######## control_unit_flat ########
**control_unit_flat: metal 1**

Supply wires on this layer in grey.
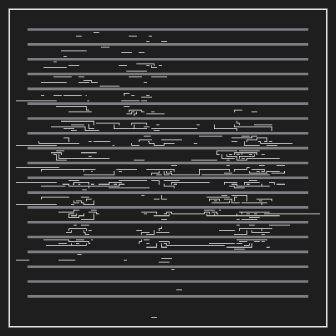
**control_unit_flat: metal 2**

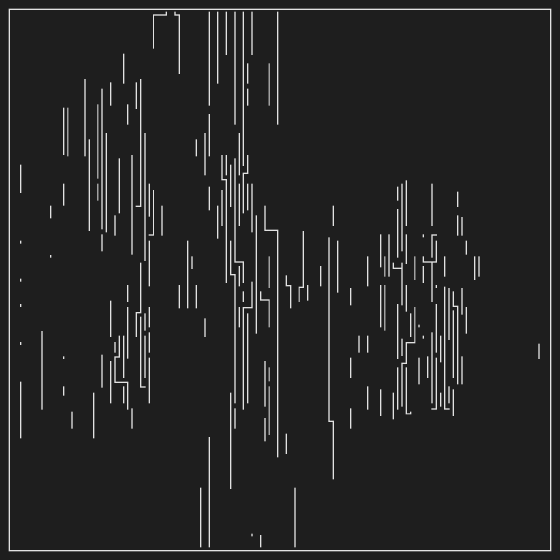
**control_unit_flat: M3 wires**

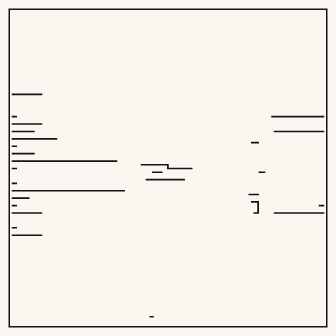
File: src/rtl/arm_pkg.sv
// Shared encodings for the single-cycle ARM control path: opcodes, ALU commands,
// ALUControl / ImmSrc / RegSrc codes and condition codes.
package arm_pkg;

  localparam logic [1:0] OP_DP  = 2'b00;
  localparam logic [1:0] OP_MEM = 2'b01;
  localparam logic [1:0] OP_B   = 2'b10;

  localparam logic [3:0] CMD_AND = 4'b0000;
  localparam logic [3:0] CMD_SUB = 4'b0010;
  localparam logic [3:0] CMD_ADD = 4'b0100;
  localparam logic [3:0] CMD_ORR = 4'b1100;

  localparam logic [1:0] ALU_ADD = 2'b00;
  localparam logic [1:0] ALU_SUB = 2'b01;
  localparam logic [1:0] ALU_AND = 2'b10;
  localparam logic [1:0] ALU_ORR = 2'b11;

  localparam logic [1:0] IMM_8  = 2'b00;
  localparam logic [1:0] IMM_12 = 2'b01;
  localparam logic [1:0] IMM_24 = 2'b10;

  localparam logic [1:0] REG_SRC_NORMAL = 2'b00;
  localparam logic [1:0] REG_SRC_PC_RN  = 2'b01;
  localparam logic [1:0] REG_SRC_RD_RM  = 2'b10;

  typedef enum logic [3:0] {
    COND_EQ = 4'b0000,
    COND_NE = 4'b0001,
    COND_CS = 4'b0010,
    COND_CC = 4'b0011,
    COND_MI = 4'b0100,
    COND_PL = 4'b0101,
    COND_VS = 4'b0110,
    COND_VC = 4'b0111,
    COND_HI = 4'b1000,
    COND_LS = 4'b1001,
    COND_GE = 4'b1010,
    COND_LT = 4'b1011,
    COND_GT = 4'b1100,
    COND_LE = 4'b1101,
    COND_AL = 4'b1110,
    COND_NV = 4'b1111
  } cond_e;

  typedef struct packed {
    logic [1:0] reg_src;
    logic [1:0] imm_src;
    logic       alu_src;
    logic       mem_to_reg;
    logic       reg_w;
    logic       mem_w;
    logic       branch;
    logic       alu_op;
  } main_dec_t;

  // Only the arithmetic commands produce meaningful carry/overflow.
  function automatic logic is_arith(input logic [3:0] cmd);
    return (cmd == CMD_ADD) || (cmd == CMD_SUB);
  endfunction

endpackage

File: src/rtl/control_unit_if.sv
// Control-unit <-> datapath bundle: instruction/flag inputs and decoded controls.
interface control_unit_if;
  logic [19:0] Instr;
  logic [3:0]  ALUFlags;
  logic [1:0]  RegSrc;
  logic        RegWrite;
  logic [1:0]  ImmSrc;
  logic        ALUSrc;
  logic [1:0]  ALUControl;
  logic        MemtoReg;
  logic        PCSrc;
  logic        MemWrite;

  modport master (
    output Instr, ALUFlags,
    input  RegSrc, RegWrite, ImmSrc, ALUSrc, ALUControl, MemtoReg, PCSrc, MemWrite
  );

  modport slave (
    input  Instr, ALUFlags,
    output RegSrc, RegWrite, ImmSrc, ALUSrc, ALUControl, MemtoReg, PCSrc, MemWrite
  );
endinterface

File: src/rtl/control_unit_cond_logic.sv
// NZCV flag register, condition evaluation and gating of the architectural write enables.
module cond_logic
  import arm_pkg::*;
(
  input  logic       clk,
  input  logic       reset,
  input  logic [3:0] cond_i,
  input  logic [3:0] alu_flags_i,
  input  logic [1:0] flag_w_i,
  input  logic       pcs_i,
  input  logic       reg_w_i,
  input  logic       mem_w_i,
  output logic       pc_src_o,
  output logic       reg_write_o,
  output logic       mem_write_o
);

  logic [3:0] flags_q, flags_d;
  logic [1:0] flag_write;
  logic       cond_ex;
  logic       n_f, z_f, c_f, v_f;

  assign {n_f, z_f, c_f, v_f} = flags_q;

  always_comb begin
    cond_ex = 1'b0;
    case (cond_e'(cond_i))
      COND_EQ: cond_ex = z_f;
      COND_NE: cond_ex = ~z_f;
      COND_CS: cond_ex = c_f;
      COND_CC: cond_ex = ~c_f;
      COND_MI: cond_ex = n_f;
      COND_PL: cond_ex = ~n_f;
      COND_VS: cond_ex = v_f;
      COND_VC: cond_ex = ~v_f;
      COND_HI: cond_ex = c_f & ~z_f;
      COND_LS: cond_ex = ~c_f | z_f;
      COND_GE: cond_ex = (n_f == v_f);
      COND_LT: cond_ex = (n_f != v_f);
      COND_GT: cond_ex = ~z_f & (n_f == v_f);
      COND_LE: cond_ex = z_f | (n_f != v_f);
      COND_AL: cond_ex = 1'b1;
      COND_NV: cond_ex = 1'b0;
    endcase
  end

  assign flag_write = flag_w_i & {2{cond_ex}};

  always_comb begin
    flags_d = flags_q;
    if (flag_write[1]) flags_d[3:2] = alu_flags_i[3:2];
    if (flag_write[0]) flags_d[1:0] = alu_flags_i[1:0];
  end

  // Async clear also blocks capture on any edge seen while reset is held low.
  always_ff @(posedge clk or negedge reset) begin
    if (!reset) flags_q <= 4'b0000;
    else        flags_q <= flags_d;
  end

  assign reg_write_o = reg_w_i & cond_ex & reset;
  assign mem_write_o = mem_w_i & cond_ex & reset;
  assign pc_src_o    = pcs_i   & cond_ex & reset;

endmodule

File: src/rtl/control_unit.sv
// Single-cycle ARM control unit: main decoder, ALU decoder and PC logic feeding cond_logic.
module control_unit
  import arm_pkg::*;
(
  input  logic           clk,
  input  logic           reset,
  control_unit_if.slave  cu
);

  logic [3:0] cond;
  logic [1:0] op;
  logic [5:0] funct;
  logic [3:0] rd;
  logic [3:0] cmd;
  logic       unused_rn;

  main_dec_t  dec;
  logic [1:0] alu_ctrl;
  logic [1:0] flag_w;
  logic       cmd_valid;
  logic       reg_w;
  logic       pcs;
  logic       reg_write, mem_write, pc_src;

  assign cond      = cu.Instr[19:16];
  assign op        = cu.Instr[15:14];
  assign funct     = cu.Instr[13:8];
  assign rd        = cu.Instr[3:0];
  assign cmd       = funct[4:1];
  assign unused_rn = ^cu.Instr[7:4];

  always_comb begin
    dec = '0;
    case (op)
      OP_DP: begin
        dec.reg_src = REG_SRC_NORMAL;
        dec.imm_src = IMM_8;
        dec.alu_src = funct[5];
        dec.reg_w   = 1'b1;
        dec.alu_op  = 1'b1;
      end
      OP_MEM: begin
        dec.imm_src = IMM_12;
        dec.alu_src = 1'b1;
        if (funct[0]) begin
          dec.reg_src    = REG_SRC_NORMAL;
          dec.mem_to_reg = 1'b1;
          dec.reg_w      = 1'b1;
        end else begin
          dec.reg_src = REG_SRC_RD_RM;
          dec.mem_w   = 1'b1;
        end
      end
      OP_B: begin
        dec.reg_src = REG_SRC_PC_RN;
        dec.imm_src = IMM_24;
        dec.alu_src = 1'b1;
        dec.branch  = 1'b1;
      end
      default: dec = '0;
    endcase
  end

  // Unsupported data-processing commands degrade to a no-op: no write, no flags.
  always_comb begin
    alu_ctrl  = ALU_ADD;
    flag_w    = 2'b00;
    cmd_valid = 1'b1;
    if (dec.alu_op) begin
      case (cmd)
        CMD_ADD: alu_ctrl = ALU_ADD;
        CMD_SUB: alu_ctrl = ALU_SUB;
        CMD_AND: alu_ctrl = ALU_AND;
        CMD_ORR: alu_ctrl = ALU_ORR;
        default: begin
          alu_ctrl  = ALU_ADD;
          cmd_valid = 1'b0;
        end
      endcase
      flag_w[1] = funct[0] & cmd_valid;
      flag_w[0] = funct[0] & is_arith(cmd);
    end
  end

  assign reg_w = dec.reg_w & cmd_valid;
  assign pcs   = dec.branch | (reg_w & (rd == 4'hF));

  cond_logic u_cond_logic (
    .clk         (clk),
    .reset       (reset),
    .cond_i      (cond),
    .alu_flags_i (cu.ALUFlags),
    .flag_w_i    (flag_w),
    .pcs_i       (pcs),
    .reg_w_i     (reg_w),
    .mem_w_i     (dec.mem_w),
    .pc_src_o    (pc_src),
    .reg_write_o (reg_write),
    .mem_write_o (mem_write)
  );

  assign cu.RegSrc     = dec.reg_src;
  assign cu.ImmSrc     = dec.imm_src;
  assign cu.ALUSrc     = dec.alu_src;
  assign cu.MemtoReg   = dec.mem_to_reg;
  assign cu.ALUControl = alu_ctrl;
  assign cu.RegWrite   = reg_write;
  assign cu.MemWrite   = mem_write;
  assign cu.PCSrc      = pc_src;

endmodule

File: src/flat_wrapper.sv
// flat-port wrapper written by rule: the top's interface ports become plain ports
module control_unit_flat import arm_pkg::*;
  (clk, reset, cu_Instr, cu_ALUFlags, cu_RegSrc, cu_RegWrite, cu_ImmSrc, cu_ALUSrc, cu_ALUControl, cu_MemtoReg, cu_PCSrc, cu_MemWrite);
  control_unit_if cu_i ();
  input  logic clk;
  input  logic reset;
  input wire logic [$bits(cu_i.Instr)-1:0] cu_Instr;
  input wire logic [$bits(cu_i.ALUFlags)-1:0] cu_ALUFlags;
  output wire logic [$bits(cu_i.RegSrc)-1:0] cu_RegSrc;
  output wire logic [$bits(cu_i.RegWrite)-1:0] cu_RegWrite;
  output wire logic [$bits(cu_i.ImmSrc)-1:0] cu_ImmSrc;
  output wire logic [$bits(cu_i.ALUSrc)-1:0] cu_ALUSrc;
  output wire logic [$bits(cu_i.ALUControl)-1:0] cu_ALUControl;
  output wire logic [$bits(cu_i.MemtoReg)-1:0] cu_MemtoReg;
  output wire logic [$bits(cu_i.PCSrc)-1:0] cu_PCSrc;
  output wire logic [$bits(cu_i.MemWrite)-1:0] cu_MemWrite;
  assign cu_i.Instr = cu_Instr;
  assign cu_i.ALUFlags = cu_ALUFlags;
  assign cu_RegSrc = cu_i.RegSrc;
  assign cu_RegWrite = cu_i.RegWrite;
  assign cu_ImmSrc = cu_i.ImmSrc;
  assign cu_ALUSrc = cu_i.ALUSrc;
  assign cu_ALUControl = cu_i.ALUControl;
  assign cu_MemtoReg = cu_i.MemtoReg;
  assign cu_PCSrc = cu_i.PCSrc;
  assign cu_MemWrite = cu_i.MemWrite;
  control_unit u_core (.clk(clk), .reset(reset), .cu(cu_i));
endmodule
File: config.mk
export PLATFORM = sky130hd
export DESIGN_NAME = control_unit_flat
export DESIGN_NICKNAME = d
export VERILOG_FILES = /design/src/rtl/arm_pkg.sv /design/src/rtl/control_unit_if.sv /design/src/rtl/control_unit_cond_logic.sv /design/src/rtl/control_unit.sv /design/src/flat_wrapper.sv
export SDC_FILE = /design/constraint.sdc
export NUM_CORES = 1
export LEC_CHECK = 0
export ABC_AREA = 1
export CAP_MARGIN = 0
export CORE_MARGIN = 3
export CORE_UTILIZATION = 25
export CTS_CLUSTER_SIZE = 10
export DETAILED_ROUTE_END_ITERATION = 16
export GPL_TIMING_DRIVEN = 0
export HOLD_SLACK_MARGIN = 0.03
export PLACE_DENSITY = 0.68
export SLEW_MARGIN = 20
export SYNTH_ARGS = -nofsm -noshare
export SYNTH_HDL_FRONTEND = slang
export SYNTH_HIERARCHICAL = 1
export SYNTH_SLANG_ARGS = --single-unit
File: constraint.sdc
create_clock -name clk -period 1.7 [get_ports clk]
set_input_delay 0.17 -clock clk [delete_from_list [all_inputs] [get_ports clk]]
set_output_delay 0.17 -clock clk [all_outputs]
set_load 0.01 [all_outputs]
==> notes.md <==
The minimum clock period after layout was 1.825 ns. With the initial antenna violation count at 0, the remaining number of nets flagged by the antenna check after routing is 0. The growth of design area from synthesis to finish came out at 64.45%. The timing report attributes the biggest portion of critical-path delay to simple AND/OR/NAND/NOR gates. The flow ran to the end, but the final reports show violations. For the clock group total power, the log shows 115 uW. Per the GRT congestion report, total overflow comes to 0.

The count of fill cells added during filler insertion was 292; the hold-fix buffer count after cts was 0. The run gives 285 uW for the reported combinational group power. After clock tree synthesis, the setup repair step added 4 buffers.

The clock-cell share of area was 2.027%; the count of unique library cells instantiated by Yosys was 21. Setup slack on the worst path after placement came out at -0.6146 ns. The layout has 42 buffers outside the clock class. The run gives 3 for the count of final setup violators. The biggest slice of the area belongs to logic gates. During tapcell insertion the tool placed 30 well taps.

After routing, the total negative slack on setup checks comes to -0.2768 ns. The run gives -0.1254 ns for the worst setup margin. The power per cell area came out at 484.4 mW/mm^2. The number of inverters outside the clock class in the layout came out at 18. The final reports fail on negative setup slack.

The synthesized netlist devotes 9.259% of its cell area to adder and majority cells. Entering global routing, the biggest net connects 10 pins. The via count of the first global-routing pass is 752, and the number of flip-flops under the largest register name is 4.

The final total power was 538.2 uW. The delay of the slowest cell on the worst path is 0.44 ns.
## Picture notes: 'metal 1' of control_unit_flat
nets with wire on the layer	162
longest straight run	13.3 um
met1 Use GR: 11.46%
count of vias placed by the detailed router: 836

## Picture notes: 'metal 2' of control_unit_flat
nets with wire on the layer	149
wire length on this layer	826 um
share of all routed wire	49%
GR met2 Demand/Resource: 17.42%
final wirelength: 1.702 mm

## Picture notes: 'M3 wires' of control_unit_flat
share of all routed wire	8.1%
wire length on this layer	138 um
global routing met3 resource utilization: 2.895%


######## serial_bit_source ########
**serial_bit_source: M3 wires**

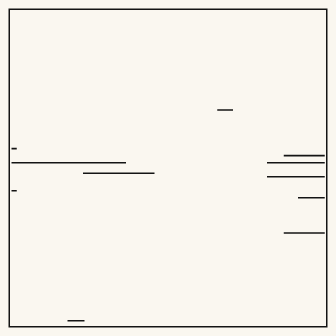
**serial_bit_source: the clock network**

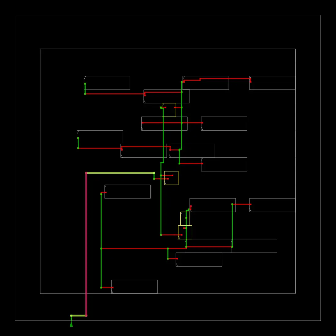
--- src/rtl/serial_bit_source.sv ---
// Parallel-load, MSB-first serial pattern source with a start/busy/done handshake.
// Feeds the x input of the downstream sequence detector one bit per clock.
module serial_bit_source #(
  parameter int WIDTH = 8,
  parameter int CNTW  = 4
) (
  input  logic             clk,
  input  logic             rst,
  input  logic             start,
  input  logic [WIDTH-1:0] data,
  output logic             x,
  output logic             x_valid,
  output logic             busy,
  output logic             done
);

  typedef enum logic [1:0] {
    IDLE  = 2'd0,
    SHIFT = 2'd1,
    DONE  = 2'd2
  } state_t;

  state_t           state;
  logic [WIDTH-1:0] shreg;
  logic [CNTW-1:0]  cnt;

  always_ff @(posedge clk or posedge rst) begin
    if (rst) begin
      state   <= IDLE;
      shreg   <= '0;
      cnt     <= '0;
      x       <= 1'b0;
      x_valid <= 1'b0;
      busy    <= 1'b0;
      done    <= 1'b0;
    end else begin
      case (state)
        IDLE: begin
          done <= 1'b0;
          if (start) begin
            state   <= SHIFT;
            shreg   <= data;
            cnt     <= CNTW'(WIDTH - 1);
            // x is registered, so the first bit is presented straight from data
            x       <= data[WIDTH-1];
            x_valid <= 1'b1;
            busy    <= 1'b1;
          end
        end
        SHIFT: begin
          shreg <= {shreg[WIDTH-2:0], 1'b0};
          if (cnt == '0) begin
            state   <= DONE;
            x       <= 1'b0;
            x_valid <= 1'b0;
            done    <= 1'b1;
          end else begin
            cnt <= cnt - 1'b1;
            // Next bit is the one just below the MSB of the pre-shift register
            x   <= shreg[WIDTH-2];
          end
        end
        DONE: begin
          state <= IDLE;
          busy  <= 1'b0;
          done  <= 1'b0;
        end
        default: begin
          state   <= IDLE;
          x       <= 1'b0;
          x_valid <= 1'b0;
          busy    <= 1'b0;
          done    <= 1'b0;
        end
      endcase
    end
  end

endmodule

--- config.mk ---
export PLATFORM = sky130hd
export DESIGN_NAME = serial_bit_source
export DESIGN_NICKNAME = d
export VERILOG_FILES = /design/src/rtl/serial_bit_source.sv
export SDC_FILE = /design/constraint.sdc
export NUM_CORES = 1
export LEC_CHECK = 0
export ABC_AREA = 1
export CORE_MARGIN = 5
export CORE_UTILIZATION = 30
export CTS_CLUSTER_DIAMETER = 200
export CTS_CLUSTER_SIZE = 10
export DETAILED_ROUTE_END_ITERATION = 16
export PLACE_DENSITY = 0.57
export SYNTH_ARGS = -nofsm -noshare
export SYNTH_HDL_FRONTEND = slang
export SYNTH_SLANG_ARGS = --single-unit
--- constraint.sdc ---
create_clock -name clk -period 3.5 [get_ports clk]
set_input_delay 0.35 -clock clk [delete_from_list [all_inputs] [get_ports clk]]
set_output_delay 0.35 -clock clk [all_outputs]
set_load 0.01 [all_outputs]
==> notes.md <==
The run finished with clean final reports. The worst setup path startpoint was x_valid$_DFFE_PP0P_. With the cell depth of the worst setup path at 1, the full die area is 0.003742 sq mm.

The reported combinational group power is 385 uW, and the tool warning count is 26. The register with the most flip-flops in the layout has 7 of them. The number of placed instances, taps included, is 135.

The synthesized design contains 0 enable-type register cells. After Yosys synthesis, full adders, half adders and majority gates account for 1.592% of the synthesized area. The end-of-flow timing check tallies setup violations at 0. The largest registers in the layout are shreg (7), cnt (4), state (2).

The run gives 30 as the number of tap instances. CTS saw 17 sinks. With the switching power at 346.9 uW, the sequential-to-total area share from yosys stat is 54.14%. Routing resource usage on met3 recorded by global route was 2.516%.

The storage element area is 425.4 sq um, and the slew at the pin closest to its max-slew limit is 0.6536 ns. The area taken by multi-input combinational cells is reported as 317.8 sq um. Cells fill 38.99% of the core in the end. Across the run, the number of max-cap violations was 0.

Setup slack on the worst reg-to-reg path comes out at 2.09 ns. The slowest library cell on the worst path was sky130_fd_sc_hd__clkdlybuf4s50_1. The worst path in the final design needs a cycle of 1.586 ns, including I/O delays and setup. In this run the vertical extent of the chip is 61.18 um. The run gives 1 for the buffer-and-inverter tally for the worst setup path.

The standard-cell row count came out at 18. TritonCTS built the clock tree.
## Picture notes: 'M3 wires' of serial_bit_source
nets with wire on the layer	10
longest straight run	21.8 um

## Picture notes: 'the clock network' of serial_bit_source
Clk Latency, worst-skew pair: 0.30 ns
maximum clock skew at final layout: 0.01064 ns
Flops: 17


######## serial_out ########
**serial_out: M3 wires**

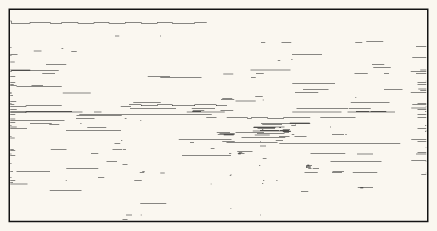
**serial_out: M4 wires**

Bar = 100 um. Supply wires on this layer in grey.
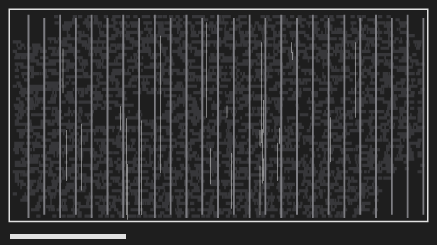
`src/rtl/serial_out.sv`:
```
// serial_out: row serializer. Reads rows 0..num_dp from a synchronous-read RAM
// and shifts the active fields of each row out one bit per clock, ascending
// from bit index `base`. Each next row is prefetched so the stream has no gaps.
module serial_out #(
  parameter int unsigned ADDR_WIDTH   = 12,
  parameter int unsigned MAX_FEATURES = 15,
  parameter int unsigned LENGTH       = 16,
  parameter int unsigned DATA_WIDTH   = LENGTH * (MAX_FEATURES + 1)
) (
  input  logic                               CLK,
  input  logic                               RST,
  input  logic                               start,
  input  logic [ADDR_WIDTH-1:0]              num_dp,
  input  logic [$clog2(MAX_FEATURES+1)-1:0]  feat,
  output logic [ADDR_WIDTH-1:0]              addr,
  output logic                               rd_en,
  input  logic [DATA_WIDTH-1:0]              rd_data,
  output logic                               ser,
  output logic                               ser_valid,
  output logic                               last_row,
  output logic                               busy,
  output logic                               done
);

  localparam int unsigned FEAT_W = $clog2(MAX_FEATURES + 1);
  localparam int unsigned IDX_W  = $clog2(DATA_WIDTH);
  localparam int unsigned BASE_W = IDX_W + 1;
  localparam int unsigned ROW_W  = ADDR_WIDTH + 1;

  typedef enum logic [2:0] {
    S_IDLE, S_READ0, S_WAIT0, S_SHIFT, S_FLUSH, S_DONE
  } state_e;

  state_e                  state_q, state_d;
  logic [ADDR_WIDTH-1:0]   addr_q, addr_d;
  logic                    rd_en_q, rd_en_d;
  logic                    ser_q, ser_d;
  logic                    ser_valid_q, ser_valid_d;
  logic                    last_row_q, last_row_d;
  logic                    busy_q, busy_d;
  logic                    done_q, done_d;
  logic [DATA_WIDTH-1:0]   shift_q, shift_d;
  logic [DATA_WIDTH-1:0]   next_buf_q, next_buf_d;
  logic                    cap_q, cap_d;
  logic [IDX_W-1:0]        idx_q, idx_d;
  logic [ROW_W-1:0]        row_q, row_d;
  logic [ADDR_WIDTH-1:0]   num_dp_q, num_dp_d;
  logic [FEAT_W-1:0]       feat_q, feat_d;

  logic [BASE_W-1:0]       nbits_c;
  logic [BASE_W-1:0]       base_c;
  logic [IDX_W-1:0]        base_idx_c;
  logic                    last_bit_c;
  logic                    more_c;
  logic                    first_c;

  // Row geometry and position decode from the latched transfer parameters
  always_comb begin
    nbits_c    = BASE_W'(LENGTH) * (BASE_W'(feat_q) + BASE_W'(1));
    base_c     = BASE_W'(DATA_WIDTH) - nbits_c;
    base_idx_c = IDX_W'(base_c);
    last_bit_c = (idx_q == IDX_W'(DATA_WIDTH - 1));
    more_c     = (row_q < ROW_W'(num_dp_q));
    first_c    = (idx_q == base_idx_c);
  end

  // State and datapath registers with synchronous reset
  always_ff @(posedge CLK) begin
    if (RST) begin
      state_q     <= S_IDLE;
      addr_q      <= '0;
      rd_en_q     <= 1'b0;
      ser_q       <= 1'b0;
      ser_valid_q <= 1'b0;
      last_row_q  <= 1'b0;
      busy_q      <= 1'b0;
      done_q      <= 1'b0;
      shift_q     <= '0;
      next_buf_q  <= '0;
      cap_q       <= 1'b0;
      idx_q       <= '0;
      row_q       <= '0;
      num_dp_q    <= '0;
      feat_q      <= '0;
    end else begin
      state_q     <= state_d;
      addr_q      <= addr_d;
      rd_en_q     <= rd_en_d;
      ser_q       <= ser_d;
      ser_valid_q <= ser_valid_d;
      last_row_q  <= last_row_d;
      busy_q      <= busy_d;
      done_q      <= done_d;
      shift_q     <= shift_d;
      next_buf_q  <= next_buf_d;
      cap_q       <= cap_d;
      idx_q       <= idx_d;
      row_q       <= row_d;
      num_dp_q    <= num_dp_d;
      feat_q      <= feat_d;
    end
  end

  // Next-state: the final bit of the last row drains through FLUSH into DONE
  always_comb begin
    state_d = state_q;
    unique case (state_q)
      S_IDLE, S_DONE: if (start) state_d = S_READ0;
      S_READ0:        state_d = S_WAIT0;
      S_WAIT0:        state_d = S_SHIFT;
      S_SHIFT:        if (last_bit_c && !more_c) state_d = S_FLUSH;
      S_FLUSH:        state_d = S_DONE;
      default:        state_d = S_IDLE;
    endcase
  end

  // Outputs and datapath: each edge in SHIFT emits shift_q[idx_q]
  always_comb begin
    addr_d      = addr_q;
    rd_en_d     = 1'b0;
    ser_d       = 1'b0;
    ser_valid_d = 1'b0;
    last_row_d  = 1'b0;
    busy_d      = busy_q;
    done_d      = done_q;
    shift_d     = shift_q;
    idx_d       = idx_q;
    row_d       = row_q;
    num_dp_d    = num_dp_q;
    feat_d      = feat_q;
    // A prefetch read issued while shifting returns data one cycle later
    cap_d       = rd_en_q && (state_q == S_SHIFT);
    next_buf_d  = cap_q ? rd_data : next_buf_q;

    unique case (state_q)
      S_IDLE, S_DONE: begin
        if (start) begin
          rd_en_d  = 1'b1;
          addr_d   = '0;
          busy_d   = 1'b1;
          done_d   = 1'b0;
          num_dp_d = num_dp;
          feat_d   = feat;
          row_d    = '0;
        end
      end
      S_READ0: begin
      end
      S_WAIT0: begin
        // First bit of row 0 goes straight from the RAM output
        shift_d     = rd_data;
        ser_d       = rd_data[base_idx_c];
        ser_valid_d = 1'b1;
        idx_d       = base_idx_c + IDX_W'(1);
        last_row_d  = (num_dp_q == '0);
        if (num_dp_q != '0) begin
          rd_en_d = 1'b1;
          addr_d  = ADDR_WIDTH'(1);
        end
      end
      S_SHIFT: begin
        ser_d       = shift_q[idx_q];
        ser_valid_d = 1'b1;
        idx_d       = idx_q + IDX_W'(1);
        last_row_d  = last_row_q;
        // First bit of rows 1..num_dp: update last_row and prefetch the next row
        if (first_c) begin
          last_row_d = (row_q == ROW_W'(num_dp_q));
          if (more_c) begin
            rd_en_d = 1'b1;
            addr_d  = ADDR_WIDTH'(row_q + ROW_W'(1));
          end
        end
        if (last_bit_c && more_c) begin
          shift_d = next_buf_q;
          idx_d   = base_idx_c;
          row_d   = row_q + ROW_W'(1);
        end
      end
      S_FLUSH: begin
        busy_d = 1'b0;
        done_d = 1'b1;
      end
      default: begin
      end
    endcase
  end

  assign addr      = addr_q;
  assign rd_en     = rd_en_q;
  assign ser       = ser_q;
  assign ser_valid = ser_valid_q;
  assign last_row  = last_row_q;
  assign busy      = busy_q;
  assign done      = done_q;

endmodule

```
`config.mk`:
```
export PLATFORM = sky130hd
export DESIGN_NAME = serial_out
export DESIGN_NICKNAME = d
export VERILOG_FILES = /design/src/rtl/serial_out.sv
export SDC_FILE = /design/constraint.sdc
export NUM_CORES = 1
export LEC_CHECK = 0
export ABC_AREA = 0
export CORE_ASPECT_RATIO = 0.5
export CORE_MARGIN = 2
export CORE_UTILIZATION = 40
export CTS_CLUSTER_DIAMETER = 100
export CTS_CLUSTER_SIZE = 40
export DETAILED_ROUTE_END_ITERATION = 7
export HOLD_SLACK_MARGIN = 0.03
export PLACE_DENSITY_LB_ADDON = 0.05
export SLEW_MARGIN = 20
export SYNTH_ARGS = -nofsm -noshare
export SYNTH_HDL_FRONTEND = slang
export SYNTH_SLANG_ARGS = --single-unit
```
`constraint.sdc`:
```
create_clock -name CLK -period 5.4 [get_ports CLK]
set_input_delay 1.35 -clock CLK [delete_from_list [all_inputs] [get_ports CLK]]
set_output_delay 1.35 -clock CLK [all_outputs]
set_load 0.02 [all_outputs]
```
==> notes.md <==
Most popular library cell in the synthesized design by count: sky130_fd_sc_hd__nand2_1. The xor/xnor cell area share of the yosys netlist is 0.6482%. Dividing total power by cell area gives a power density of 273.1 mW/mm^2. Static timing analysis puts the maximum clock frequency at 0.2693 GHz.

The synthesized netlist devotes 0.7978% of its cell area to adder and majority cells. In the layout the commonest cells are sky130_fd_sc_hd__nand2_1 (601), sky130_fd_sc_hd__dfxtp_1 (567), sky130_fd_sc_hd__nor2_1 (549). Data arrives at the worst endpoint at 4.21 ns. Of the total power, the share spent switching nets is 28.17%. There are 571 flip-flops and latches.

The tools report the combinational share of power as 16.7%. 293 I/O pins were placed. The proportion of synthesized area in mux cells is 16.44%. The core footprint was 0.06158 sq mm; the total length of routed met2 wires was 33.66 mm. Slew at the pin closest to its max-slew limit: 1.138 ns. The run gives 18.96% for the post-synthesis simple-gate area fraction. Among all stages on the critical path, the maximum delay recorded is 0.68 ns. The average wire length per cell after detail routing is 19.00 um. The type of the tightest min-delay check was reg2reg.

Per the final layout report, the fraction of cells sized above drive strength 1 comes to 4.327%. The endpoint identified for the worst register-to-register timing path is shift_q[145]$_SDFFE_PP0P_. Per the repair_timing log after CTS, setup buffers inserted total 0. For this run, asynchronously set or reset flops after synthesis account for 0%. The total of flip-flops plus latches after synthesis works out to 571.

Per the post-synthesis report, the nets total 3147. Yosys reports a chip area of 0.02509 sq mm. The wire-length estimate of the detail-placed layout is 45.07 mm. Summed over all routing layers, the global router reports a total usage of 21.51%. Leading cell type in the layout, fill and taps excluded: sky130_fd_sc_hd__nand2_1. Per the TritonCTS log, the buffer count is 18. According to the floorplan log, the row count is 64. The later pin in the worst-skew pair is clocked with a latency of 0.61 ns. The analysis attributes to cell leakage a power of 0.009706 uW. The signal on the critical path passes through ha_1 -> nand4_1 -> or2_1 -> or4_1 -> a21oi_4 -> buf_4 -> nor2_1 -> a311oi_1.

Per the OpenROAD power report, switching power amounts to 2227 uW. The synthesized design devotes to its leading area cell type 45.56% of total area. The sequential fraction of design power is 57.7%. After layout, the clock buffer instance count stands at 21. The most critical hold endpoint after final layout shows a slack of 0.4588 ns. The completed layout was analyzed and its total power is 7906 uW.

Setup slack closes at 1.686 ns. The setup slack at placement came out at 1.682 ns. According to the timing report, the critical path is captured at shift_q[145]$_SDFFE_PP0P_. For the total number of H-tree levels, the log shows 1. During placement, the flow inserted port buffers numbering 292. The flow ran to the end, and the final reports show no timing, DRC or antenna violations.

The timing report gives the clock slew at the launch and capture registers of the worst setup and hold paths as 0.15 ns. The power report lists the combinational group at 1320 uW. The logs give 3758 for the post-placement cell count and 5.90 ns for the required time reported for the critical path endpoint. The fraction of area in non-clock buffers works out to 11.64%. In this run, power in the clock network comes to 2020 uW. The number of failing hold endpoints at the final stage is 0, and the routing usage on met2 is 34.84%. In the post-synthesis netlist, the biggest area contributors are sky130_fd_sc_hd__dfxtp_1 (46%), sky130_fd_sc_hd__mux2i_1 (11%), sky130_fd_sc_hd__a311oi_1 (9.0%), sky130_fd_sc_hd__nand2_1 (9.0%), sky130_fd_sc_hd__nor2_1 (8.2%). Top contributor to total power: registers.

The synthesis run shows the most used standard cells to be sky130_fd_sc_hd__nand2_1 (602), sky130_fd_sc_hd__dfxtp_1 (571), sky130_fd_sc_hd__nor2_1 (549). The flow reports that the clock network draws 25.5% of the design power. Among all flip-flop cells after synthesis, the most frequent one is sky130_fd_sc_hd__dfxtp_1. Dividing the detail-routed via count by the number of cells gives 5.405. Clock net sink count: 571. Reg-to-reg startpoint: idx_q[1]$_SDFFE_PP0P_. Of the total standard cell area in the layout, the sequential portion is 39.53%. In the Yosys report the total cell count is 2856.

Across all register-to-register paths, the minimum setup slack is 1.69 ns. The synthesized design contains 0 enable-type register cells. Entering global routing, the biggest net connects 176 pins. After synthesis, the largest family of logic cells by area is simple AND/OR/NAND/NOR gates. The number of inverters outside the clock class in the layout works out to 24.
About 'M3 wires' of serial_out:
longest straight run	114 um
nets with wire on the layer	165
main direction	horizontal

About 'M4 wires' of serial_out:
longest straight run	118 um
nets with wire on the layer	15
wire length on this layer	1060 um
share of all routed wire	1.5%
final wirelength: 71.89 mm
count of vias placed by the detailed router: 20.45k


Power and IR drop assume default switching activity.
